=== block 1 ===
Block 1, nets reached from selected ports:
Scale: 2 px per µm.
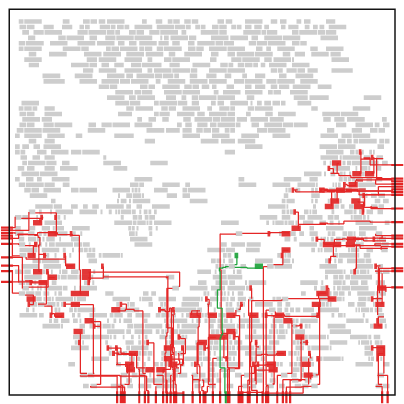

## config.mk

```make
export PLATFORM = sky130hd
export DESIGN_NAME = settings_apply_scheduler
export DESIGN_NICKNAME = d
export VERILOG_FILES = /design/src/rtl/settings_apply_scheduler_pkg.sv /design/src/rtl/settings_apply_scheduler_burst_tracker.sv /design/src/rtl/settings_apply_scheduler.sv
export SDC_FILE = /design/constraint.sdc
export NUM_CORES = 1
export LEC_CHECK = 0
export ABC_CLOCK_PERIOD_IN_PS = 2600
export CAP_MARGIN = 20
export CORE_MARGIN = 2
export CORE_UTILIZATION = 31
export DETAILED_ROUTE_END_ITERATION = 7
export PLACE_DENSITY = 0.62
export SYNTH_ARGS = -nofsm -noshare
export SYNTH_HDL_FRONTEND = slang
export SYNTH_SLANG_ARGS = --single-unit
```

## constraint.sdc

```tcl
create_clock -name clk_i -period 2.6 [get_ports clk_i]
set_input_delay 0.65 -clock clk_i [delete_from_list [all_inputs] [get_ports clk_i]]
set_output_delay 0.65 -clock clk_i [all_outputs]
set_load 0.1 [all_outputs]
```

## src/rtl/settings_apply_scheduler_pkg.sv

```systemverilog
// Shared types and defaults for the settings apply scheduler.
package settings_apply_scheduler_pkg;

    localparam int unsigned DefaultDepth = 249;
    localparam int unsigned MaxDataW     = 64;

    typedef enum logic [1:0] {
        StIdle,
        StHold,
        StCommit
    } state_e;

    typedef struct packed {
        logic [MaxDataW-1:0] data;
        logic                timed;
        logic [63:0]         tgt_time;
    } apply_req_t;

endpackage

```

## src/rtl/settings_apply_scheduler_burst_tracker.sv

```systemverilog
// Counts datapath beats to know whether a burst is in flight; flags UPDATEs
// that land mid-burst and reports clean boundaries.
module settings_apply_scheduler_burst_tracker
    import settings_apply_scheduler_pkg::*;
#(
    parameter int unsigned Depth = DefaultDepth
) (
    input  logic clk_i,
    input  logic rst_ni,
    input  logic pipe_valid_i,
    input  logic update_i,
    input  logic clr_flags_i,
    output logic boundary_o,
    output logic overlap_o
);

    localparam int unsigned CntW = (Depth > 1) ? $clog2(Depth) : 1;

    logic [CntW-1:0] cnt_q, cnt_d;
    logic            overlap_q, overlap_d;
    logic            in_burst;
    logic            overlap_evt;

    assign in_burst    = (cnt_q != '0);
    assign overlap_evt = update_i && (in_burst || pipe_valid_i);
    assign boundary_o  = update_i && !in_burst && !pipe_valid_i;
    assign overlap_o   = overlap_q;

    always_comb begin
        cnt_d = cnt_q;
        if (pipe_valid_i) begin
            cnt_d = (cnt_q == CntW'(Depth - 1)) ? '0 : cnt_q + 1'b1;
        end
        // A fresh overlap beats a simultaneous clear.
        overlap_d = overlap_q;
        if (overlap_evt) begin
            overlap_d = 1'b1;
        end else if (clr_flags_i) begin
            overlap_d = 1'b0;
        end
    end

    always_ff @(posedge clk_i or negedge rst_ni) begin
        if (!rst_ni) begin
            cnt_q     <= '0;
            overlap_q <= 1'b0;
        end else begin
            cnt_q     <= cnt_d;
            overlap_q <= overlap_d;
        end
    end

endmodule

```

## src/rtl/settings_apply_scheduler.sv

```systemverilog
// Holds a pending settings request and commits it on a clean UPDATE boundary,
// optionally not before a target system time.
module settings_apply_scheduler
    import settings_apply_scheduler_pkg::*;
#(
    parameter int unsigned Depth = DefaultDepth,
    parameter int unsigned DataW = MaxDataW
) (
    input  logic             clk_i,
    input  logic             rst_ni,
    input  logic             req_valid_i,
    output logic             req_ready_o,
    input  logic [DataW-1:0] req_data_i,
    input  logic             req_timed_i,
    input  logic [63:0]      req_time_i,
    input  logic [63:0]      sys_time_i,
    input  logic             update_i,
    input  logic             pipe_valid_i,
    output logic [DataW-1:0] active_data_o,
    output logic             apply_o,
    output logic             pending_o,
    output logic             late_o,
    output logic             overlap_o,
    input  logic             clr_flags_i
);

    state_e           state_q, state_d;
    apply_req_t       req_q, req_d;
    apply_req_t       req_new;
    logic [DataW-1:0] active_q, active_d;
    logic             late_q, late_d;
    logic             boundary;
    logic             accept;
    logic             late_evt;
    logic             commit_ok;

    settings_apply_scheduler_burst_tracker #(
        .Depth (Depth)
    ) u_burst_tracker (
        .clk_i        (clk_i),
        .rst_ni       (rst_ni),
        .pipe_valid_i (pipe_valid_i),
        .update_i     (update_i),
        .clr_flags_i  (clr_flags_i),
        .boundary_o   (boundary),
        .overlap_o    (overlap_o)
    );

    assign req_ready_o   = (state_q != StCommit);
    assign accept        = req_valid_i && req_ready_o;
    assign late_evt      = accept && req_timed_i && (req_time_i < sys_time_i);
    assign commit_ok     = boundary && (!req_q.timed || (sys_time_i >= req_q.tgt_time));
    assign apply_o       = (state_q == StCommit);
    assign pending_o     = (state_q == StHold);
    assign active_data_o = active_q;
    assign late_o        = late_q;

    always_comb begin
        req_new          = '0;
        req_new.data     = MaxDataW'(req_data_i);
        req_new.timed    = req_timed_i;
        req_new.tgt_time = req_time_i;
    end

    always_comb begin
        state_d  = state_q;
        req_d    = req_q;
        active_d = active_q;
        unique case (state_q)
            StIdle: begin
                if (accept) begin
                    req_d   = req_new;
                    state_d = StHold;
                end
            end
            StHold: begin
                // A new accept restarts evaluation from the next boundary.
                if (accept) begin
                    req_d = req_new;
                end else if (commit_ok) begin
                    active_d = req_q.data[DataW-1:0];
                    state_d  = StCommit;
                end
            end
            StCommit: state_d = StIdle;
            default:  state_d = StIdle;
        endcase

        late_d = late_q;
        if (late_evt) begin
            late_d = 1'b1;
        end else if (clr_flags_i) begin
            late_d = 1'b0;
        end
    end

    always_ff @(posedge clk_i or negedge rst_ni) begin
        if (!rst_ni) begin
            state_q  <= StIdle;
            req_q    <= '0;
            active_q <= '0;
            late_q   <= 1'b0;
        end else begin
            state_q  <= state_d;
            req_q    <= req_d;
            active_q <= active_d;
            late_q   <= late_d;
        end
    end

endmodule

```

=== block 2 ===
[src/rtl/vu_pkg.sv]
// vu_pkg: op encodings and FSM state type shared by the vector unit files
package vu_pkg;

    localparam logic [1:0] VU_OP_LOAD  = 2'b00;
    localparam logic [1:0] VU_OP_STORE = 2'b01;
    localparam logic [1:0] VU_OP_ADD   = 2'b10;
    localparam logic [1:0] VU_OP_RSVD  = 2'b11;

    typedef enum logic [2:0] {
        S_IDLE,
        S_OPRD,
        S_LOAD,
        S_LCAP,
        S_STORE,
        S_EXEC,
        S_DONE
    } vu_state_e;

endpackage

[src/rtl/vector_unit_if.sv]
// vector_unit_if: start/done handshake, memory beat bus and debug read port of the vector unit
interface vector_unit_if #(
    parameter int LANES = 4,
    parameter int LW    = 8,
    parameter int NVREG = 4,
    parameter int AW    = 8
);
    localparam int VW = $clog2(NVREG);

    logic                  start;
    logic [1:0]            op;
    logic [VW-1:0]         vd;
    logic [VW-1:0]         vs;
    logic [AW-1:0]         base_addr;
    logic                  busy;
    logic                  done;
    logic                  illegal;
    logic [AW-1:0]         next_addr;
    logic [AW-1:0]         mem_addr;
    logic                  mem_rden;
    logic                  mem_wren;
    logic [LW-1:0]         mem_wdata;
    logic [LW-1:0]         mem_rdata;
    logic [VW-1:0]         dbg_sel;
    logic [LANES*LW-1:0]   dbg_data;

    modport master (
        output start, op, vd, vs, base_addr, mem_rdata, dbg_sel,
        input  busy, done, illegal, next_addr, mem_addr, mem_rden, mem_wren, mem_wdata, dbg_data
    );

    modport slave (
        input  start, op, vd, vs, base_addr, mem_rdata, dbg_sel,
        output busy, done, illegal, next_addr, mem_addr, mem_rden, mem_wren, mem_wdata, dbg_data
    );

endinterface

[src/rtl/vu_vrf.sv]
// vu_vrf: vector register file with two operand read ports, a debug read port and one write port
module vu_vrf #(
    parameter int LANES = 4,
    parameter int LW    = 8,
    parameter int NVREG = 4,
    localparam int VW   = $clog2(NVREG),
    localparam int DW   = LANES * LW
) (
    input  logic          clock,
    input  logic          reset,
    input  logic [VW-1:0] ra_sel,
    input  logic [VW-1:0] rb_sel,
    input  logic [VW-1:0] dbg_sel,
    output logic [DW-1:0] ra_data,
    output logic [DW-1:0] rb_data,
    output logic [DW-1:0] dbg_data,
    input  logic          we,
    input  logic [VW-1:0] wsel,
    input  logic [DW-1:0] wdata
);

    logic [DW-1:0] regs [NVREG];

    // single synchronous write port, whole file cleared by reset
    always_ff @(posedge clock or negedge reset) begin
        if (!reset) begin
            for (int i = 0; i < NVREG; i++) regs[i] <= '0;
        end else if (we) begin
            regs[wsel] <= wdata;
        end
    end

    assign ra_data  = regs[ra_sel];
    assign rb_data  = regs[rb_sel];
    assign dbg_data = regs[dbg_sel];

endmodule

[src/rtl/vector_unit.sv]
// vector_unit: VLOAD/VSTORE/VADD sequencer over a shared memory; VU_SATURATE_EN selects saturating VADD lanes
module vector_unit
    import vu_pkg::*;
#(
    parameter int LANES = 4,
    parameter int LW    = 8,
    parameter int NVREG = 4,
    parameter int AW    = 8
) (
    input  logic          clock,
    input  logic          reset,
    vector_unit_if.slave  bus
);

    localparam int VW = $clog2(NVREG);
    localparam int KW = (LANES > 1) ? $clog2(LANES) : 1;

    vu_state_e              state, state_n;
    logic [1:0]             op_q;
    logic [VW-1:0]          vd_q, vs_q;
    logic [AW-1:0]          base_q;
    logic [KW-1:0]          k;
    logic                   last;
    logic [LANES-1:0][LW-1:0] x1, x2, t, sum, ld_word, ra_data, rb_data;

    assign last = (k == KW'(LANES - 1));

    // VSTORE reads its source through port A so the store path always uses X1
    vu_vrf #(.LANES(LANES), .LW(LW), .NVREG(NVREG)) u_vrf (
        .clock    (clock),
        .reset    (reset),
        .ra_sel   ((op_q == VU_OP_STORE) ? vs_q : vd_q),
        .rb_sel   (vs_q),
        .dbg_sel  (bus.dbg_sel),
        .ra_data  (ra_data),
        .rb_data  (rb_data),
        .dbg_data (bus.dbg_data),
        .we       (state == S_LCAP || state == S_EXEC),
        .wsel     (vd_q),
        .wdata    ((state == S_LCAP) ? ld_word : sum)
    );

    for (genvar i = 0; i < LANES; i++) begin : g_lane
`ifdef VU_SATURATE_EN
        logic [LW:0] s;
        assign s      = {1'b0, x1[i]} + {1'b0, x2[i]};
        assign sum[i] = s[LW] ? '1 : s[LW-1:0];
`else
        assign sum[i] = x1[i] + x2[i];
`endif
    end

    // final load beat arrives during LCAP, so it is merged straight into the write data
    always_comb begin
        ld_word = t;
        ld_word[LANES-1] = bus.mem_rdata;
    end

    // FSM state register
    always_ff @(posedge clock or negedge reset) begin
        if (!reset) state <= S_IDLE;
        else        state <= state_n;
    end

    // FSM next-state logic
    always_comb begin
        state_n = state;
        unique case (state)
            S_IDLE:  if (bus.start) state_n = (bus.op == VU_OP_LOAD) ? S_LOAD :
                                              (bus.op == VU_OP_RSVD) ? S_DONE : S_OPRD;
            S_OPRD:  state_n = (op_q == VU_OP_STORE) ? S_STORE : S_EXEC;
            S_LOAD:  if (last) state_n = S_LCAP;
            S_LCAP:  state_n = S_DONE;
            S_STORE: if (last) state_n = S_DONE;
            S_EXEC:  state_n = S_DONE;
            S_DONE:  state_n = S_IDLE;
            default: state_n = S_IDLE;
        endcase
    end

    // operand latches, lane counter and load gather register
    always_ff @(posedge clock or negedge reset) begin
        if (!reset) begin
            op_q   <= '0;
            vd_q   <= '0;
            vs_q   <= '0;
            base_q <= '0;
            k      <= '0;
            x1     <= '0;
            x2     <= '0;
            t      <= '0;
        end else begin
            if (state == S_IDLE && bus.start) begin
                op_q   <= bus.op;
                vd_q   <= bus.vd;
                vs_q   <= bus.vs;
                base_q <= bus.base_addr;
                k      <= '0;
            end
            if (state == S_OPRD) begin
                x1 <= ra_data;
                x2 <= rb_data;
            end
            if (state == S_LOAD && k != '0) t[k - 1'b1] <= bus.mem_rdata;
            if (state == S_LCAP) t <= ld_word;
            if (state == S_LOAD || state == S_STORE) k <= last ? '0 : k + 1'b1;
        end
    end

    // FSM outputs; memory bus is idle (all zero) outside LOAD/STORE
    always_comb begin
        bus.busy      = (state != S_IDLE);
        bus.done      = (state == S_DONE);
        bus.illegal   = (state == S_DONE) && (op_q == VU_OP_RSVD);
        bus.mem_rden  = (state == S_LOAD);
        bus.mem_wren  = (state == S_STORE);
        bus.mem_addr  = (state == S_LOAD || state == S_STORE) ? base_q + AW'(k) : '0;
        bus.mem_wdata = (state == S_STORE) ? x1[k] : '0;
        bus.next_addr = (state != S_DONE) ? '0 :
                        (op_q == VU_OP_LOAD || op_q == VU_OP_STORE) ? base_q + AW'(LANES) : base_q;
    end

endmodule

[src/flat_wrapper.sv]
// flat-port wrapper written by rule: the top's interface ports become plain ports
module vector_unit_flat import vu_pkg::*;
#(
    parameter int LANES = 4,
    parameter int LW    = 8,
    parameter int NVREG = 4,
    parameter int AW    = 8
)
  (clock, reset, bus_start, bus_op, bus_vd, bus_vs, bus_base_addr, bus_mem_rdata, bus_dbg_sel, bus_busy, bus_done, bus_illegal, bus_next_addr, bus_mem_addr, bus_mem_rden, bus_mem_wren, bus_mem_wdata, bus_dbg_data);
  vector_unit_if #(.LANES(LANES), .LW(LW), .NVREG(NVREG), .AW(AW)) bus_i ();
  input  logic clock;
  input  logic reset;
  input wire logic [$bits(bus_i.start)-1:0] bus_start;
  input wire logic [$bits(bus_i.op)-1:0] bus_op;
  input wire logic [$bits(bus_i.vd)-1:0] bus_vd;
  input wire logic [$bits(bus_i.vs)-1:0] bus_vs;
  input wire logic [$bits(bus_i.base_addr)-1:0] bus_base_addr;
  input wire logic [$bits(bus_i.mem_rdata)-1:0] bus_mem_rdata;
  input wire logic [$bits(bus_i.dbg_sel)-1:0] bus_dbg_sel;
  output wire logic [$bits(bus_i.busy)-1:0] bus_busy;
  output wire logic [$bits(bus_i.done)-1:0] bus_done;
  output wire logic [$bits(bus_i.illegal)-1:0] bus_illegal;
  output wire logic [$bits(bus_i.next_addr)-1:0] bus_next_addr;
  output wire logic [$bits(bus_i.mem_addr)-1:0] bus_mem_addr;
  output wire logic [$bits(bus_i.mem_rden)-1:0] bus_mem_rden;
  output wire logic [$bits(bus_i.mem_wren)-1:0] bus_mem_wren;
  output wire logic [$bits(bus_i.mem_wdata)-1:0] bus_mem_wdata;
  output wire logic [$bits(bus_i.dbg_data)-1:0] bus_dbg_data;
  assign bus_i.start = bus_start;
  assign bus_i.op = bus_op;
  assign bus_i.vd = bus_vd;
  assign bus_i.vs = bus_vs;
  assign bus_i.base_addr = bus_base_addr;
  assign bus_i.mem_rdata = bus_mem_rdata;
  assign bus_i.dbg_sel = bus_dbg_sel;
  assign bus_busy = bus_i.busy;
  assign bus_done = bus_i.done;
  assign bus_illegal = bus_i.illegal;
  assign bus_next_addr = bus_i.next_addr;
  assign bus_mem_addr = bus_i.mem_addr;
  assign bus_mem_rden = bus_i.mem_rden;
  assign bus_mem_wren = bus_i.mem_wren;
  assign bus_mem_wdata = bus_i.mem_wdata;
  assign bus_dbg_data = bus_i.dbg_data;
  vector_unit #(.LANES(LANES), .LW(LW), .NVREG(NVREG), .AW(AW)) u_core (.clock(clock), .reset(reset), .bus(bus_i));
endmodule
[config.mk]
export PLATFORM = sky130hd
export DESIGN_NAME = vector_unit_flat
export DESIGN_NICKNAME = d
export VERILOG_FILES = /design/src/rtl/vu_pkg.sv /design/src/rtl/vector_unit_if.sv /design/src/rtl/vu_vrf.sv /design/src/rtl/vector_unit.sv /design/src/flat_wrapper.sv
export SDC_FILE = /design/constraint.sdc
export NUM_CORES = 1
export LEC_CHECK = 0
export CORE_MARGIN = 1
export CORE_UTILIZATION = 40
export DETAILED_ROUTE_END_ITERATION = 7
export PLACE_DENSITY = 0.55
export RECOVER_POWER = 100
export SYNTH_ARGS = -nofsm -noshare
export SYNTH_HDL_FRONTEND = slang
export SYNTH_HIERARCHICAL = 1
export SYNTH_SLANG_ARGS = --single-unit
export TNS_END_PERCENT = 30
[constraint.sdc]
create_clock -name clock -period 2.8 [get_ports clock]
set_input_delay 0.56 -clock clock [delete_from_list [all_inputs] [get_ports clock]]
set_output_delay 0.56 -clock clock [all_outputs]
set_load 0.1 [all_outputs]
Block 1, placed standard cells:
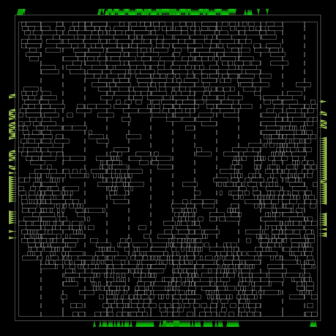
tap cells: 455
Row Count: 68

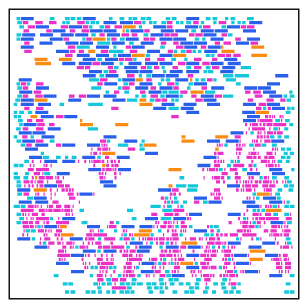
Block 1: placed cells, one color a class
Scale: 1.5 px per µm.
Orange marks clock drivers and dummy loads, cells 45, share of their area 5.9%. Cyan marks remaining buffers and delay cells, cells 364, share of their area 23%. Magenta marks remaining logic cells, cells 758, share of their area 39%. Blue marks registers, cells 205, share of their area 33%.
core area: 0.0347 mm²
design area: 0.0163 mm²
flop share of the area: 0.315
Final Core Density: 0.469

About 'nets reached from selected ports' of block 1:
Red marks req_time_i, bits 64, direction input, end cells 128, buffers 85, wire 3010 µm. Green marks req_timed_i, bits 1, direction input, end cells 2, buffers 1, wire 94.5 µm.

==> results.json, block 1 <==
{
  "status": "finished with violations",
  "violations": "setup timing",
  "fp_util": 0.316,
  "clkTransAtPathRegs_ns": 0.06,
  "track_usage": 0.165,
  "setup_tns_ns": -5.58,
  "cts_resized": 77,
  "clock-sinks": 205,
  "postCtsHoldBufs": 0,
  "instances_no_fill": 1829,
  "pin_count": 268,
  "hold_viol": 0,
  "cp_slowest_cell": "clkdlybuf4s50_1",
  "viasPerCell": 4.61,
  "cp.buffers_inverters": 4,
  "path_cells": "clkdlybuf4s50_1 > ha_1 > nand4_1 > nor4_4 > a221oi_2 > o21ai_2 > o211ai_1 > nand3_4 > buf_12 > buf_12 > buf_16 > mux2_4",
  "setup_ws_ns": -0.171,
  "syn_area_mm2": 0.0110,
  "setup-violations-final": 62,
  "grt_pass1_vias": 8763,
  "nClkBuffers": 33,
  "final_nets": 1682,
  "multiInputGateArea_mm2": 0.00560,
  "edf_count": 0,
  "die-area_mm2": 0.0369,
  "largest_register_ffs": 129
}
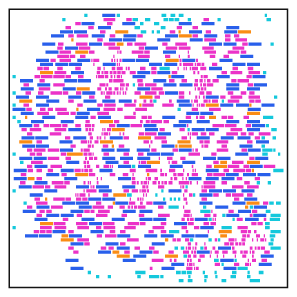
Block 2: placed cells, one color a class
Scale: 1.5 px per µm.
Orange marks clock drivers and dummy loads, cells 52, share of their area 6.1%. Cyan marks remaining buffers and delay cells, cells 121, share of their area 7.5%. Blue marks registers, cells 235, share of their area 39%. Magenta marks remaining logic cells, cells 669, share of their area 47%.

==> results.json, block 2 <==
{
  "status": "finished, final reports clean",
  "dr_wl_met3_um": 1310,
  "insertion_delay_ns": 0.55,
  "setup_tns_ns": 0,
  "gp_congestion": 0.786,
  "grt.overflow.total": 0,
  "slowest_delay_ns": 0.43,
  "power_frac_clock": 0.175,
  "holdCritStartpoint": "u_core/ld_word[5]",
  "clkTransAtPathRegs_ns": 0.06,
  "finalPower_mw": 20.7,
  "met2_usage": 0.335,
  "path_depth": 6,
  "rows": 66,
  "root_buffer": "clkbuf_16",
  "track_usage": 0.213,
  "syn_area_mm2": 0.0133,
  "endpoint": "bus_mem_addr[6]",
  "slew_headroom": 0.194,
  "top_cells_by_count": "dfrtp_1 (235), mux2_2 (215), mux4_2 (104)",
  "gr-usage-met1": 0.309,
  "die-area_mm2": 0.0340,
  "ys_sh_aoi": 0.0503,
  "antenna_found_initial": 1,
  "dominantRegCellSynth": "dfrtp_1",
  "instances_no_fill": 1520,
  "yosysUniqueCellTypes": 50
}

==> screenshots <==
Clock distribution.
Scale: 1.5 px per µm.
image #1
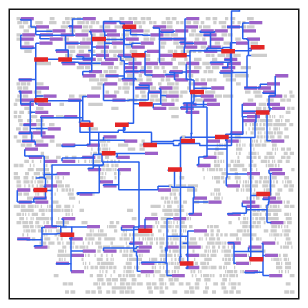
image #2
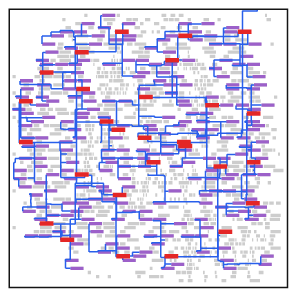
Image #2 comes from block 2.
Image #1 comes from block 1.

Key to image #2:
Red marks clock-net drivers, count 28. Blue marks clock wires, length 3410 µm. Purple marks flip-flops, count 235.
Position of the flops: all over the die. There are 29 routed clock nets.


=== block 3 ===
Block 3, clock distribution:
Scale: 6 px per µm.
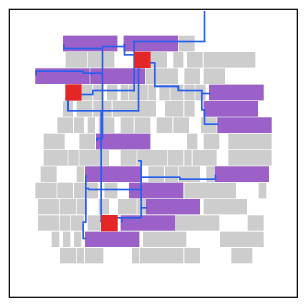

--- src/rtl/booth4_ctrl.sv ---
// Sequencer for the radix-4 Booth multiplier datapath: drives the c0..c6 strobes and decodes {Q[1],Q[0],Q[-1]}.
// Optional feature macro BOOTH_CYCLE_CNT_EN adds the cyc_cnt per-operation cycle counter output.
module booth4_ctrl #(
    parameter int unsigned N     = 8,
    parameter int unsigned CNT_W = 4
) (
    input  logic       clk,
    input  logic       reset,
    input  logic       start,
    input  logic [2:0] q_bits,
    output logic       c0,
    output logic       c2,
    output logic       c3,
    output logic       c4,
    output logic       c5,
    output logic       c6,
    output logic       busy,
    output logic       done
`ifdef BOOTH_CYCLE_CNT_EN
    ,
    output logic [7:0] cyc_cnt
`endif
);

    localparam int unsigned ITER = N / 2;
    localparam logic [CNT_W-1:0] LAST_ITER = CNT_W'(ITER - 1);

    typedef enum logic [2:0] {
        IDLE   = 3'd0,
        INIT   = 3'd1,
        DECODE = 3'd2,
        ADD    = 3'd3,
        SHIFT  = 3'd4,
        DONE   = 3'd5
    } state_t;

    state_t           state_q;
    state_t           state_d;
    logic [CNT_W-1:0] iter_q;
    logic [CNT_W-1:0] iter_d;
    logic             sel2m_d;
    logic             sub_d;

`ifdef BOOTH_CYCLE_CNT_EN
    logic [7:0] cyc_d;
`endif

    // Next-state, iteration counter and Booth triplet decode
    always_comb begin
        state_d = state_q;
        iter_d  = iter_q;
        sel2m_d = 1'b0;
        sub_d   = 1'b0;
        unique case (state_q)
            IDLE: begin
                if (start) state_d = INIT;
            end
            INIT: begin
                iter_d  = '0;
                state_d = DECODE;
            end
            DECODE: begin
                unique case (q_bits)
                    3'b001, 3'b010: begin
                        state_d = ADD;
                    end
                    3'b011: begin
                        state_d = ADD;
                        sel2m_d = 1'b1;
                    end
                    3'b100: begin
                        state_d = ADD;
                        sel2m_d = 1'b1;
                        sub_d   = 1'b1;
                    end
                    3'b101, 3'b110: begin
                        state_d = ADD;
                        sub_d   = 1'b1;
                    end
                    default: begin
                        state_d = SHIFT;
                    end
                endcase
            end
            ADD: begin
                state_d = SHIFT;
            end
            SHIFT: begin
                iter_d  = iter_q + CNT_W'(1);
                state_d = (iter_q == LAST_ITER) ? DONE : DECODE;
            end
            DONE: begin
                state_d = IDLE;
            end
            default: begin
                state_d = IDLE;
            end
        endcase
    end

`ifdef BOOTH_CYCLE_CNT_EN
    // Counts INIT..DONE cycles, saturating; holds through IDLE
    always_comb begin
        cyc_d = cyc_cnt;
        if (state_d == INIT) begin
            cyc_d = 8'd1;
        end else if ((state_d != IDLE) && (cyc_cnt != 8'hFF)) begin
            cyc_d = cyc_cnt + 8'd1;
        end
    end
`endif

    // Strobes are registered decodes of the next state, so they line up with the state they belong to
    always_ff @(posedge clk or posedge reset) begin
        if (reset) begin
            state_q <= IDLE;
            iter_q  <= '0;
            c0      <= 1'b0;
            c2      <= 1'b0;
            c3      <= 1'b0;
            c4      <= 1'b0;
            c5      <= 1'b0;
            c6      <= 1'b0;
            busy    <= 1'b0;
            done    <= 1'b0;
`ifdef BOOTH_CYCLE_CNT_EN
            cyc_cnt <= 8'd0;
`endif
        end else begin
            state_q <= state_d;
            iter_q  <= iter_d;
            c0      <= (state_d == INIT);
            c2      <= (state_d == ADD);
            c3      <= (state_d == ADD) && sel2m_d;
            c4      <= (state_d == ADD) && sub_d;
            c5      <= (state_d == SHIFT);
            c6      <= (state_d == DONE);
            busy    <= (state_d != IDLE);
            done    <= (state_d == DONE);
`ifdef BOOTH_CYCLE_CNT_EN
            cyc_cnt <= cyc_d;
`endif
        end
    end

endmodule
--- config.mk ---
export PLATFORM = sky130hd
export DESIGN_NAME = booth4_ctrl
export DESIGN_NICKNAME = d
export VERILOG_FILES = /design/src/rtl/booth4_ctrl.sv
export SDC_FILE = /design/constraint.sdc
export NUM_CORES = 1
export LEC_CHECK = 0
export CAP_MARGIN = 10
export CORE_MARGIN = 4
export CORE_UTILIZATION = 43
export DETAILED_ROUTE_END_ITERATION = 12
export PLACE_DENSITY = 0.72
export SLEW_MARGIN = 10
export SYNTH_ARGS = -nofsm -noshare
export SYNTH_HDL_FRONTEND = slang
export SYNTH_SLANG_ARGS = --single-unit
--- constraint.sdc ---
create_clock -name clk -period 1.2 [get_ports clk]
set_input_delay 0.18 -clock clk [delete_from_list [all_inputs] [get_ports clk]]
set_output_delay 0.18 -clock clk [all_outputs]
set_load 0.05 [all_outputs]
=== block 4 ===
### config.mk
export PLATFORM = sky130hd
export DESIGN_NAME = sump_cmd_decoder
export DESIGN_NICKNAME = d
export VERILOG_FILES = /design/src/rtl/sump_cmd_decoder.sv
export SDC_FILE = /design/constraint.sdc
export NUM_CORES = 1
export LEC_CHECK = 0
export CAP_MARGIN = 5
export CORE_ASPECT_RATIO = 0.6
export CORE_MARGIN = 5
export CORE_UTILIZATION = 46
export DETAILED_ROUTE_END_ITERATION = 16
export HOLD_SLACK_MARGIN = 0.05
export PLACE_DENSITY_LB_ADDON = 0.1
export SLEW_MARGIN = 20
export SYNTH_ARGS = -nofsm -noshare
export SYNTH_HDL_FRONTEND = slang
export SYNTH_SLANG_ARGS = --single-unit
export TNS_END_PERCENT = 20
### constraint.sdc
create_clock -name system_clock -period 1.4 [get_ports system_clock]
set_input_delay 0.28 -clock system_clock [delete_from_list [all_inputs] [get_ports system_clock]]
set_output_delay 0.28 -clock system_clock [all_outputs]
set_load 0.02 [all_outputs]
### src/rtl/sump_cmd_decoder.sv
// SUMP command decoder: short commands and 4-byte payload commands.
// Optional payload inter-byte timeout enabled by SUMP_CMD_TIMEOUT_EN.
module sump_cmd_decoder #(
  parameter int SAMPLE_WIDTH   = 8,
  parameter int TIMEOUT_CYCLES = 1_000_000
) (
  input  logic                    system_clock,
  input  logic                    ext_reset_n,
  input  logic [7:0]              rx_data,
  input  logic                    rx_valid,
  output logic                    cmd_reset,
  output logic                    cmd_arm,
  output logic                    cmd_query_meta,
  output logic                    cmd_query_id,
  output logic [23:0]             cfg_divider,
  output logic                    cfg_divider_wr,
  output logic [15:0]             cfg_read_count,
  output logic [15:0]             cfg_delay_count,
  output logic                    cfg_count_wr,
  output logic [SAMPLE_WIDTH-1:0] trig_rise_mask,
  output logic [SAMPLE_WIDTH-1:0] trig_fall_mask,
  output logic                    trig_wr,
  output logic                    busy,
  output logic                    cmd_unknown,
  output logic                    cmd_abort
);

  typedef enum logic {IDLE, PAYLOAD} state_e;

  state_e state_q, state_d;
  logic [1:0] idx_q, idx_d;
  logic [7:0] op_q, op_d;
  logic [7:0] b0_q, b0_d, b1_q, b1_d, b2_q, b2_d;
  logic [23:0] div_q, div_d;
  logic [15:0] rd_q, rd_d, dly_q, dly_d;
  logic [SAMPLE_WIDTH-1:0] rise_q, rise_d, fall_q, fall_d;
  logic rst_s_q, rst_s_d, arm_q, arm_d;
  logic meta_q, meta_d, id_q, id_d;
  logic div_wr_q, div_wr_d, cnt_wr_q, cnt_wr_d;
  logic trig_wr_q, trig_wr_d, unk_q, unk_d;

`ifdef SUMP_CMD_TIMEOUT_EN
  localparam int CNT_W = (TIMEOUT_CYCLES > 1) ? $clog2(TIMEOUT_CYCLES) : 1;
  localparam logic [CNT_W-1:0] LOAD = CNT_W'(TIMEOUT_CYCLES - 1);
  logic [CNT_W-1:0] tmo_q, tmo_d;
  logic abort_q, abort_d;
`else
  logic tmo_unused;
  assign tmo_unused = (TIMEOUT_CYCLES != 0);
`endif

  always_comb begin
    state_d   = state_q;
    idx_d     = idx_q;
    op_d      = op_q;
    b0_d      = b0_q;
    b1_d      = b1_q;
    b2_d      = b2_q;
    div_d     = div_q;
    rd_d      = rd_q;
    dly_d     = dly_q;
    rise_d    = rise_q;
    fall_d    = fall_q;
    rst_s_d   = 1'b0;
    arm_d     = 1'b0;
    meta_d    = 1'b0;
    id_d      = 1'b0;
    div_wr_d  = 1'b0;
    cnt_wr_d  = 1'b0;
    trig_wr_d = 1'b0;
    unk_d     = 1'b0;
`ifdef SUMP_CMD_TIMEOUT_EN
    tmo_d     = tmo_q;
    abort_d   = 1'b0;
`endif
    unique case (state_q)
      IDLE: begin
        if (rx_valid) begin
          if (rx_data[7]) begin
            op_d    = rx_data;
            idx_d   = 2'd0;
            state_d = PAYLOAD;
`ifdef SUMP_CMD_TIMEOUT_EN
            tmo_d   = LOAD;
`endif
          end else begin
            unique case (rx_data)
              8'h00:   rst_s_d = 1'b1;
              8'h01:   arm_d   = 1'b1;
              8'h02:   meta_d  = 1'b1;
              8'h04:   id_d    = 1'b1;
              default: unk_d   = 1'b1;
            endcase
          end
        end
      end
      PAYLOAD: begin
        if (rx_valid) begin
          idx_d = idx_q + 2'd1;
`ifdef SUMP_CMD_TIMEOUT_EN
          tmo_d = LOAD;
`endif
          unique case (idx_q)
            2'd0: b0_d = rx_data;
            2'd1: b1_d = rx_data;
            2'd2: b2_d = rx_data;
            2'd3: begin
              // Final byte is used straight from rx_data
              state_d = IDLE;
              unique case (op_q)
                8'h80: begin
                  div_d    = {b1_q, b2_q, rx_data};
                  div_wr_d = 1'b1;
                end
                8'h81: begin
                  rd_d     = {b0_q, b1_q};
                  dly_d    = {b2_q, rx_data};
                  cnt_wr_d = 1'b1;
                end
                8'hC1: begin
                  fall_d    = b2_q[SAMPLE_WIDTH-1:0];
                  rise_d    = rx_data[SAMPLE_WIDTH-1:0];
                  trig_wr_d = 1'b1;
                end
                default: unk_d = 1'b1;
              endcase
            end
          endcase
        end
`ifdef SUMP_CMD_TIMEOUT_EN
        else if (tmo_q == '0) begin
          state_d = IDLE;
          abort_d = 1'b1;
        end else begin
          tmo_d = tmo_q - CNT_W'(1);
        end
`endif
      end
    endcase
  end

  always_ff @(posedge system_clock) begin
    if (!ext_reset_n) begin
      state_q   <= IDLE;
      idx_q     <= '0;
      op_q      <= '0;
      b0_q      <= '0;
      b1_q      <= '0;
      b2_q      <= '0;
      div_q     <= '0;
      rd_q      <= '0;
      dly_q     <= '0;
      rise_q    <= '0;
      fall_q    <= '0;
      rst_s_q   <= 1'b0;
      arm_q     <= 1'b0;
      meta_q    <= 1'b0;
      id_q      <= 1'b0;
      div_wr_q  <= 1'b0;
      cnt_wr_q  <= 1'b0;
      trig_wr_q <= 1'b0;
      unk_q     <= 1'b0;
    end else begin
      state_q   <= state_d;
      idx_q     <= idx_d;
      op_q      <= op_d;
      b0_q      <= b0_d;
      b1_q      <= b1_d;
      b2_q      <= b2_d;
      div_q     <= div_d;
      rd_q      <= rd_d;
      dly_q     <= dly_d;
      rise_q    <= rise_d;
      fall_q    <= fall_d;
      rst_s_q   <= rst_s_d;
      arm_q     <= arm_d;
      meta_q    <= meta_d;
      id_q      <= id_d;
      div_wr_q  <= div_wr_d;
      cnt_wr_q  <= cnt_wr_d;
      trig_wr_q <= trig_wr_d;
      unk_q     <= unk_d;
    end
  end

`ifdef SUMP_CMD_TIMEOUT_EN
  always_ff @(posedge system_clock) begin
    if (!ext_reset_n) begin
      tmo_q   <= '0;
      abort_q <= 1'b0;
    end else begin
      tmo_q   <= tmo_d;
      abort_q <= abort_d;
    end
  end
  assign cmd_abort = abort_q;
`else
  assign cmd_abort = 1'b0;
`endif

  assign busy            = (state_q == PAYLOAD);
  assign cmd_reset       = rst_s_q;
  assign cmd_arm         = arm_q;
  assign cmd_query_meta  = meta_q;
  assign cmd_query_id    = id_q;
  assign cfg_divider     = div_q;
  assign cfg_divider_wr  = div_wr_q;
  assign cfg_read_count  = rd_q;
  assign cfg_delay_count = dly_q;
  assign cfg_count_wr    = cnt_wr_q;
  assign trig_rise_mask  = rise_q;
  assign trig_fall_mask  = fall_q;
  assign trig_wr         = trig_wr_q;
  assign cmd_unknown     = unk_q;

endmodule

=== block 5 ===
[config.mk]
export PLATFORM = sky130hd
export DESIGN_NAME = toy_mc_core
export DESIGN_NICKNAME = d
export VERILOG_FILES = /design/src/rtl/toy_mc_core.sv
export SDC_FILE = /design/constraint.sdc
export NUM_CORES = 1
export LEC_CHECK = 0
export CAP_MARGIN = 30
export CORE_MARGIN = 5
export CORE_UTILIZATION = 50
export CTS_CLUSTER_SIZE = 20
export DETAILED_ROUTE_END_ITERATION = 12
export GPL_TIMING_DRIVEN = 0
export PLACE_DENSITY = 0.76
export SLEW_MARGIN = 10
export SYNTH_ARGS = -nofsm -noshare
export SYNTH_HDL_FRONTEND = slang
export SYNTH_SLANG_ARGS = --single-unit
[constraint.sdc]
create_clock -name clk -period 3.1 [get_ports clk]
set_clock_uncertainty 0.05 [all_clocks]
set_input_delay 0.465 -clock clk [delete_from_list [all_inputs] [get_ports clk]]
set_output_delay 0.465 -clock clk [all_outputs]
set_load 0.005 [all_outputs]
[src/rtl/toy_mc_core.sv]
// rtl/toy_mc_core.sv - multi-cycle accumulator CPU core with a req/ready memory port
module toy_mc_core #(
    parameter int DW           = 16,
    parameter int AW           = 12,
    parameter int WAIT_TIMEOUT = 0
) (
    input  logic          clk,
    input  logic          reset,
    output logic          mem_req,
    output logic          mem_we,
    output logic [AW-1:0] mem_addr,
    output logic [DW-1:0] mem_wdata,
    input  logic [DW-1:0] mem_rdata,
    input  logic          mem_ready,
    output logic [AW-1:0] pc_out,
    output logic [DW-1:0] reg_a_out,
    output logic [DW-1:0] reg_t_out,
    output logic          flag_z,
    output logic          flag_c,
    output logic          halted,
    output logic          fault
);
    typedef enum logic [2:0] {S_FETCH, S_DECODE, S_MEM, S_EXEC, S_HALT} state_t;

    localparam logic [3:0] OP_LDA = 4'd1;
    localparam logic [3:0] OP_STA = 4'd2;
    localparam logic [3:0] OP_ADD = 4'd3;
    localparam logic [3:0] OP_SUB = 4'd4;
    localparam logic [3:0] OP_AND = 4'd5;
    localparam logic [3:0] OP_OR  = 4'd6;
    localparam logic [3:0] OP_NOT = 4'd7;
    localparam logic [3:0] OP_JMP = 4'd8;
    localparam logic [3:0] OP_JZ  = 4'd9;
    localparam logic [3:0] OP_JC  = 4'd10;
    localparam logic [3:0] OP_MVT = 4'd11;
    localparam logic [3:0] OP_STT = 4'd12;
    localparam logic [3:0] OP_INC = 4'd13;
    localparam logic [3:0] OP_SHL = 4'd14;
    localparam logic [3:0] OP_HLT = 4'd15;

    state_t        r_state;
    state_t        w_next;
    logic [AW-1:0] r_pc;
    logic [DW-1:0] r_a;
    logic [DW-1:0] r_t;
    logic [DW-1:0] r_ir;
    logic [DW-1:0] r_mdr;
    logic          r_z;
    logic          r_c;
    logic          r_fault;
    logic          r_started;
    logic [31:0]   r_wait_cnt;

    logic [3:0]    w_op;
    logic [AW-1:0] w_opnd;
    logic          w_store;
    logic          w_xfer;
    logic          w_stall;
    logic          w_timeout;
    logic          w_taken;
    logic [DW:0]   w_sum;
    logic [DW:0]   w_inc;
    logic [DW-1:0] w_alu;
    logic          w_alu_c;

    assign w_op      = r_ir[DW-1:DW-4];
    assign w_opnd    = r_ir[AW-1:0];
    assign w_store   = (w_op == OP_STA) || (w_op == OP_STT);
    assign w_xfer    = mem_req && mem_ready;
    assign w_stall   = mem_req && !mem_ready;
    assign w_timeout = (WAIT_TIMEOUT > 0) && w_stall && (r_wait_cnt == 32'(WAIT_TIMEOUT - 1));
    assign w_taken   = (w_op == OP_JMP) || ((w_op == OP_JZ) && r_z) || ((w_op == OP_JC) && r_c);

    always_ff @(posedge clk) begin
        if (reset) begin
            r_state <= S_FETCH;
        end else begin
            r_state <= w_next;
        end
    end

    always_comb begin
        w_next = r_state;
        case (r_state)
            S_FETCH: begin
                if (w_timeout) begin
                    w_next = S_HALT;
                end else if (w_xfer) begin
                    w_next = S_DECODE;
                end
            end
            S_DECODE: begin
                case (w_op)
                    OP_HLT:                                          w_next = S_HALT;
                    OP_LDA, OP_STA, OP_ADD, OP_SUB, OP_AND, OP_OR, OP_STT: w_next = S_MEM;
                    OP_NOT, OP_INC, OP_SHL:                          w_next = S_EXEC;
                    default:                                         w_next = S_FETCH;
                endcase
            end
            S_MEM: begin
                if (w_timeout) begin
                    w_next = S_HALT;
                end else if (w_xfer) begin
                    w_next = w_store ? S_FETCH : S_EXEC;
                end
            end
            S_EXEC:  w_next = S_FETCH;
            default: w_next = S_HALT;
        endcase
    end

    // r_started keeps mem_req low for the first cycle after a reset edge
    always_comb begin
        mem_req  = 1'b0;
        mem_we   = 1'b0;
        mem_addr = r_pc;
        case (r_state)
            S_FETCH: mem_req = r_started;
            S_MEM: begin
                mem_req  = r_started;
                mem_we   = w_store;
                mem_addr = w_opnd;
            end
            default: ;
        endcase
    end

    assign mem_wdata = (w_op == OP_STT) ? r_t : r_a;
    assign pc_out    = r_pc;
    assign reg_a_out = r_a;
    assign reg_t_out = r_t;
    assign flag_z    = r_z;
    assign flag_c    = r_c;
    assign halted    = (r_state == S_HALT);
    assign fault     = r_fault;

    assign w_sum = {1'b0, r_a} + {1'b0, r_mdr};
    assign w_inc = {1'b0, r_a} + (DW+1)'(1);

    always_comb begin
        w_alu   = r_mdr;
        w_alu_c = r_c;
        case (w_op)
            OP_ADD: {w_alu_c, w_alu} = w_sum;
            OP_SUB: begin
                w_alu   = r_a - r_mdr;
                w_alu_c = (r_a < r_mdr);
            end
            OP_AND: w_alu = r_a & r_mdr;
            OP_OR:  w_alu = r_a | r_mdr;
            OP_NOT: w_alu = ~r_a;
            OP_INC: {w_alu_c, w_alu} = w_inc;
            OP_SHL: begin
                w_alu   = {r_a[DW-2:0], 1'b0};
                w_alu_c = r_a[DW-1];
            end
            default: ;
        endcase
    end

    always_ff @(posedge clk) begin
        if (reset || !w_stall) begin
            r_wait_cnt <= '0;
        end else begin
            r_wait_cnt <= r_wait_cnt + 32'd1;
        end
    end

    always_ff @(posedge clk) begin
        if (reset) begin
            r_pc      <= '0;
            r_a       <= '0;
            r_t       <= '0;
            r_ir      <= '0;
            r_mdr     <= '0;
            r_z       <= 1'b0;
            r_c       <= 1'b0;
            r_fault   <= 1'b0;
            r_started <= 1'b0;
        end else begin
            r_started <= 1'b1;
            if (w_timeout) begin
                r_fault <= 1'b1;
            end
            case (r_state)
                S_FETCH: begin
                    if (w_xfer) begin
                        r_ir <= mem_rdata;
                        r_pc <= r_pc + AW'(1);
                    end
                end
                S_DECODE: begin
                    if (w_op == OP_MVT) begin
                        r_t <= r_a;
                    end
                    if (w_taken) begin
                        r_pc <= w_opnd;
                    end
                end
                S_MEM: begin
                    if (w_xfer && !w_store) begin
                        r_mdr <= mem_rdata;
                    end
                end
                S_EXEC: begin
                    r_a <= w_alu;
                    r_c <= w_alu_c;
                    r_z <= (w_alu == '0);
                end
                default: ;
            endcase
        end
    end
endmodule

Block 4, placed cells, one color a class:
Scale: 2 px per µm.
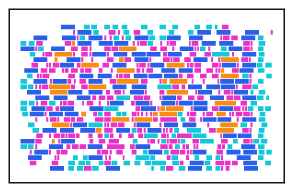
Cyan marks remaining buffers and delay cells, cells 127, share of their area 20%. Blue marks registers, cells 115, share of their area 37%. Orange marks clock drivers and dummy loads, cells 32, share of their area 10%. Magenta marks remaining logic cells, cells 297, share of their area 33%.
core area: 0.00929 mm²
design area: 0.00638 mm²
flop share of the area: 0.362
Final Core Density: 0.687

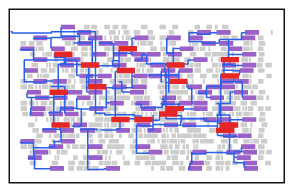
Block 4: clock distribution
Scale: 2 px per µm.
Blue marks clock wires, length 1380 µm. Red marks clock-net drivers, count 17. Purple marks flip-flops, count 115.
There are 18 routed clock nets. Position of the flops: all over the die.
clock latency (worst-skew pair): 0.40 ns
Clock Skew: 0.00783 ns
clock power share: 0.550
P_clk: 4.49 mW

==> results.json, block 4 <==
{
  "worstHoldPathType": "in2reg",
  "vias": 3404,
  "fp_util": 0.477,
  "cp.buffers_inverters": 2,
  "final-clk-cell-share": 0.0980,
  "syn_nets": 457,
  "wl_met2_um": 4820,
  "nonClockInverterCount": 3,
  "pin_count": 93,
  "holdCritStartpoint": "ext_reset_n",
  "ant_nets": 0,
  "xor_area_frac": 0,
  "status": "finished, final reports clean",
  "synth_flops": 115,
  "largest_register_ffs": 24,
  "hold_depth": 4,
  "min_to": "trig_rise_mask[7]",
  "startpoint_type": "register",
  "clockBufferDepth": 2,
  "synth.most_common_cell": "nand2_1",
  "final_nets": 573,
  "drc": 0,
  "syn_inst": 442,
  "dr_wl_met3_um": 596,
  "detailed_place_hpwl_um": 7350,
  "startpoint": "op_q[3]"
}
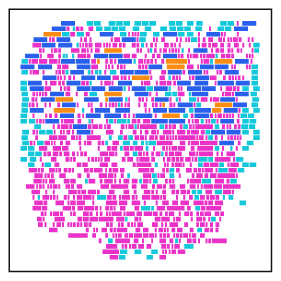
Block 5: placed cells, one color a class
Scale: 2 px per µm.
Blue marks registers, cells 85, share of their area 19%. Magenta marks remaining logic cells, cells 846, share of their area 60%. Cyan marks remaining buffers and delay cells, cells 188, share of their area 17%. Orange marks clock drivers and dummy loads, cells 15, share of their area 3.4%.

==> results.json, block 5 <==
{
  "die-area_mm2": 0.0170,
  "finalCritPeriodShare": 1.03,
  "flop-count": 85,
  "p_sw_mw": 0.682,
  "viasPerCell": 6.31,
  "drive_above_1_share": 0.150,
  "syn_nets": 1080,
  "layout_top_cell": "nand2_1",
  "setup_ws_ns": -0.0944,
  "antenna_found_initial": 0,
  "htree_levels": 3,
  "violations": "setup timing",
  "worst_setup_path_end_kind": "register",
  "power_density_mw_per_mm2": 285,
  "place_ws_ns": -0.658,
  "ys_sh_aoi": 0.255,
  "powerComb_mw": 0.391,
  "fillCellCount": 1267,
  "slew_headroom": 0.378,
  "lay_top_cells": "nand2_1 (183), nor2_1 (96), clkdlybuf4s50_1 (95), a21oi_1 (90), dfxtp_1 (69)",
  "gp_congestion": 0.971,
  "setup-violations-final": 1,
  "peakVddDrop_v": 0.000323,
  "rows": 44,
  "endpoint": "flag_z",
  "worstRegToRegCells": 14,
  "wl_met1_um": 11400,
  "status": "finished with violations"
}
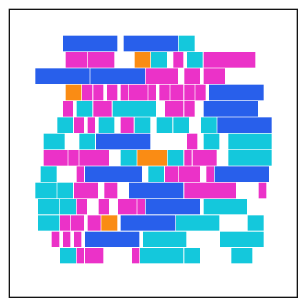
Block 3: placed cells, one color a class
Scale: 6 px per µm.
Cyan marks remaining buffers and delay cells, cells 34, share of their area 33%. Blue marks registers, cells 14, share of their area 31%. Magenta marks remaining logic cells, cells 51, share of their area 33%. Orange marks clock drivers and dummy loads, cells 4, share of their area 3.2%.

Notes on 'clock distribution' of block 3 above:
Purple marks flip-flops, count 14. Red marks clock-net drivers, count 3. Blue marks clock wires, length 200 µm.
There are 4 routed clock nets.

==> results.json, block 3 <==
{
  "grt_pass1_vias": 642,
  "dr_wl_met3_um": 79,
  "worstRegToRegCells": 4,
  "hold_ws_ns": 0.193,
  "syn_area_um2": 679,
  "seq_area_um2": 352,
  "insertion_delay_ns": 0.29,
  "vias": 644,
  "finalCritPeriodShare": 1.05,
  "status": "finished with violations",
  "setup-violations-final": 5,
  "place.port_buffers": 13,
  "cts_tree": "built",
  "rsz0062_at_grt": "true",
  "flop-count": 14,
  "violations": "setup timing",
  "reg_top3": "iter_q (4), state_q (3)",
  "power_frac_clock": 0.135,
  "top_area_frac": 0.516,
  "dr.max_layer_used": "met4",
  "r2r-end": "state_q[1]",
  "drive_above_1_share": 0.495,
  "grt.overflow.total": 0,
  "endpoint": "state_q[1]",
  "setup_ws_ns": -0.0597
}

==> notes/layouts.md <==
Pictures saved along the way, in no particular order.

Sequential cells colored by netlist name.
picture 1
Scale: 6 px per µm.
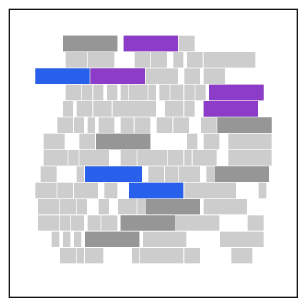
picture 2
Scale: 2 px per µm.
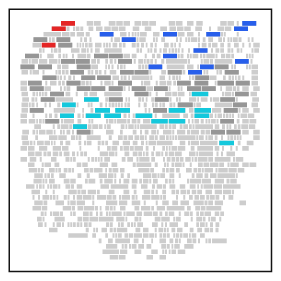
picture 3
Scale: 2 px per µm.
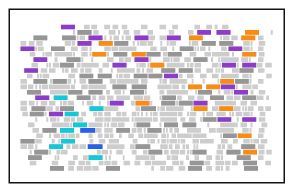
Of these, fewest sequential cells: picture 1
| from | picture |
|---|---|
| block 4 | picture 3 |
| block 5 | picture 2 |
| block 3 | picture 1 |


=== block 6 ===
Block 6, clock distribution:
Scale: 1.5 px per µm.
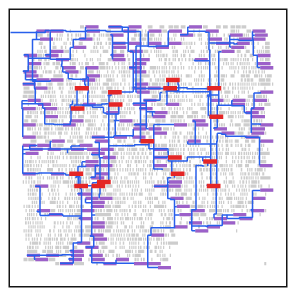
Block 6, placed standard cells:
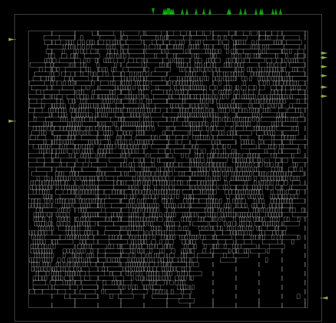
**config.mk**
```make
export PLATFORM = sky130hd
export DESIGN_NAME = cic3_decimator_datapath
export DESIGN_NICKNAME = d
export VERILOG_FILES = /design/src/rtl/cic_pkg.sv /design/src/rtl/cic3_comb_stage.sv /design/src/rtl/cic3_decimator_datapath.sv
export SDC_FILE = /design/constraint.sdc
export NUM_CORES = 1
export LEC_CHECK = 0
export ABC_AREA = 1
export CORE_MARGIN = 8
export CORE_UTILIZATION = 55
export DETAILED_ROUTE_END_ITERATION = 10
export PLACE_DENSITY = 0.82
export RECOVER_POWER = 100
export SYNTH_ARGS = -nofsm -noshare
export SYNTH_HDL_FRONTEND = slang
export SYNTH_HIERARCHICAL = 1
export SYNTH_SLANG_ARGS = --single-unit
```
**constraint.sdc**
```tcl
create_clock -name clk -period 5.56 [get_ports clk]
set_input_delay 1.112 -clock clk [delete_from_list [all_inputs] [get_ports clk]]
set_output_delay 1.112 -clock clk [all_outputs]
set_load 0.01 [all_outputs]
```
**src/rtl/cic_pkg.sv**
```systemverilog
// Shared constants and width helpers for the CIC decimator family.
// Datapath width must hold the full-scale gain D^3 of a third-order filter.
package cic_pkg;

    localparam int DEFAULT_DECIMATION_FACTOR = 256;
    localparam int SETTLE_TICKS              = 3;
    localparam int CIC_ORDER                 = 3;

    typedef logic [1:0] settle_cnt_t;

    // Width needed for an order-3 CIC with a 1-bit input: 3*log2(D) + 1.
    function automatic int cic_numbits(input int clock_width);
        return CIC_ORDER * clock_width + 1;
    endfunction

endpackage

```
**src/rtl/cic3_comb_stage.sv**
```systemverilog
// One CIC differentiator: y = x - x_delayed, delay updated on the decimated tick.
// Output is combinational so several stages chain within one clock.
module cic3_comb_stage #(
    parameter int WIDTH = 25
) (
    input  logic             clk,
    input  logic             reset_n,
    input  logic             en_i,
    input  logic [WIDTH-1:0] x_i,
    output logic [WIDTH-1:0] y_o
);

    logic [WIDTH-1:0] delay_q;

    // Modular subtraction: integrator wrap-around cancels out here.
    assign y_o = x_i - delay_q;

    always_ff @(negedge clk or negedge reset_n) begin
        if (!reset_n) begin
            delay_q <= '0;
        end else if (en_i) begin
            delay_q <= x_i;
        end
    end

endmodule

```
**src/rtl/cic3_decimator_datapath.sv**
```systemverilog
// Third-order CIC decimator for a 1-bit delta-sigma stream, clocked on negedge,
// decimation timed by a shared divider MSB, output through valid/ready.
module cic3_decimator_datapath
    import cic_pkg::*;
#(
    parameter int DECIMATION_FACTOR = DEFAULT_DECIMATION_FACTOR,
    parameter int CLOCK_WIDTH       = $clog2(DECIMATION_FACTOR),
    parameter int NUMBITS           = cic_numbits(CLOCK_WIDTH)
) (
    input  logic               clk,
    input  logic               reset_n,
    input  logic               mod_bit,
    input  logic               divided_clk,
    input  logic               data_ready,
    output logic [NUMBITS-1:0] data_out,
    output logic               data_valid,
    output logic               overrun
);

    localparam int          NSTAGES    = CIC_ORDER;
    localparam settle_cnt_t SETTLE_MAX = settle_cnt_t'(SETTLE_TICKS);

    logic [NUMBITS-1:0] integ_q  [NSTAGES];
    logic [NUMBITS-1:0] integ_d  [NSTAGES];
    logic [NUMBITS-1:0] integ_in [NSTAGES];
    logic [NUMBITS-1:0] comb_x   [NSTAGES+1];

    logic               divided_clk_q;
    settle_cnt_t        settle_q;
    settle_cnt_t        settle_d;
    logic [NUMBITS-1:0] data_out_q;
    logic [NUMBITS-1:0] data_out_d;
    logic               data_valid_q;
    logic               data_valid_d;
    logic               overrun_q;
    logic               overrun_d;

    logic               tick;
    logic               settled;
    logic               load;
    logic               accept;

    // Integrator chain: each stage adds the previous-cycle value of the stage before.
    assign integ_in[0] = {{(NUMBITS-1){1'b0}}, mod_bit};

    genvar gi;
    generate
        for (gi = 1; gi < NSTAGES; gi++) begin : g_integ_link
            assign integ_in[gi] = integ_q[gi-1];
        end
        for (gi = 0; gi < NSTAGES; gi++) begin : g_integ_sum
            assign integ_d[gi] = integ_q[gi] + integ_in[gi];
        end
    endgenerate

    always_ff @(negedge clk or negedge reset_n) begin
        if (!reset_n) begin
            for (int k = 0; k < NSTAGES; k++) begin
                integ_q[k] <= '0;
            end
        end else begin
            for (int k = 0; k < NSTAGES; k++) begin
                integ_q[k] <= integ_d[k];
            end
        end
    end

    assign tick = divided_clk & ~divided_clk_q;

    // Comb chain is fully combinational from i3; only data_out registers it.
    assign comb_x[0] = integ_q[NSTAGES-1];

    generate
        for (gi = 0; gi < NSTAGES; gi++) begin : g_comb
            cic3_comb_stage #(
                .WIDTH (NUMBITS)
            ) u_comb (
                .clk     (clk),
                .reset_n (reset_n),
                .en_i    (tick),
                .x_i     (comb_x[gi]),
                .y_o     (comb_x[gi+1])
            );
        end
    endgenerate

    // The first results after reset see partially filled comb delays; drop them.
    assign settled  = (settle_q == SETTLE_MAX);
    assign settle_d = (tick && !settled) ? settle_q + settle_cnt_t'(1) : settle_q;

    assign load   = tick & settled;
    assign accept = data_valid_q & data_ready;

    always_comb begin
        data_out_d   = data_out_q;
        data_valid_d = data_valid_q;
        overrun_d    = overrun_q;
        if (accept) begin
            data_valid_d = 1'b0;
        end
        if (load) begin
            data_out_d   = comb_x[NSTAGES];
            data_valid_d = 1'b1;
            if (data_valid_q && !data_ready) begin
                overrun_d = 1'b1;
            end
        end
    end

    always_ff @(negedge clk or negedge reset_n) begin
        if (!reset_n) begin
            divided_clk_q <= 1'b0;
            settle_q      <= '0;
            data_out_q    <= '0;
            data_valid_q  <= 1'b0;
            overrun_q     <= 1'b0;
        end else begin
            divided_clk_q <= divided_clk;
            settle_q      <= settle_d;
            data_out_q    <= data_out_d;
            data_valid_q  <= data_valid_d;
            overrun_q     <= overrun_d;
        end
    end

    assign data_out   = data_out_q;
    assign data_valid = data_valid_q;
    assign overrun    = overrun_q;

endmodule

```
==> results.json <==
{
  "status": "finished, final reports clean",
  "fillCellCount": 2715,
  "finClkSkew_ns": 0.0135,
  "drtIter0Drc": 932,
  "grt.overflow.total": 0,
  "grt_pass1_vias": 14138,
  "cp.buffers_inverters": 4,
  "critPathMaxFanout": 54,
  "pin_count": 32,
  "synthArstFlopShare": 1.00,
  "gp_congestion": 0.944,
  "clock-sinks": 180,
  "drive_above_1_share": 0.0303,
  "use_met3": 0.0253,
  "gr-usage-met1": 0.303,
  "slew_violations": 0,
  "edf_count": 0,
  "place_ws_ns": -0.0156,
  "path_delay_family": "buffers and inverters",
  "insertion_delay_ns": 0.41,
  "dp.cells": 2924,
  "hold_viol": 0,
  "largest_register_ffs": 75,
  "wl_met1_um": 17900
}
About 'clock distribution' of block 6:
Red marks clock-net drivers, count 17. Purple marks flip-flops, count 180. Blue marks clock wires, length 2590 µm.
There are 18 routed clock nets. Position of the flops: all over the die.

About 'placed standard cells' of block 6:
tap cells: 378
flop count: 180
core area: 0.0278 mm²



==> screenshots <==
Sequential cells colored by netlist name.
Scale: 1.5 px per µm.
shot_01.png
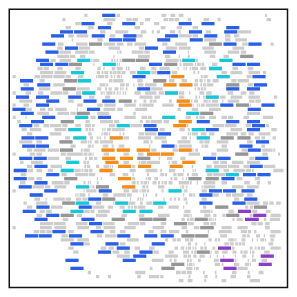
shot_02.png
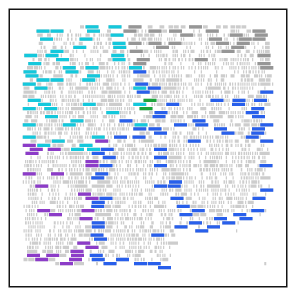
shot_03.png
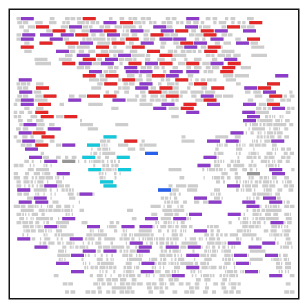
shot_03.png comes from block 1.
shot_01.png comes from block 2.
shot_02.png comes from block 6.

Power is estimated from default activity; no workload was simulated.
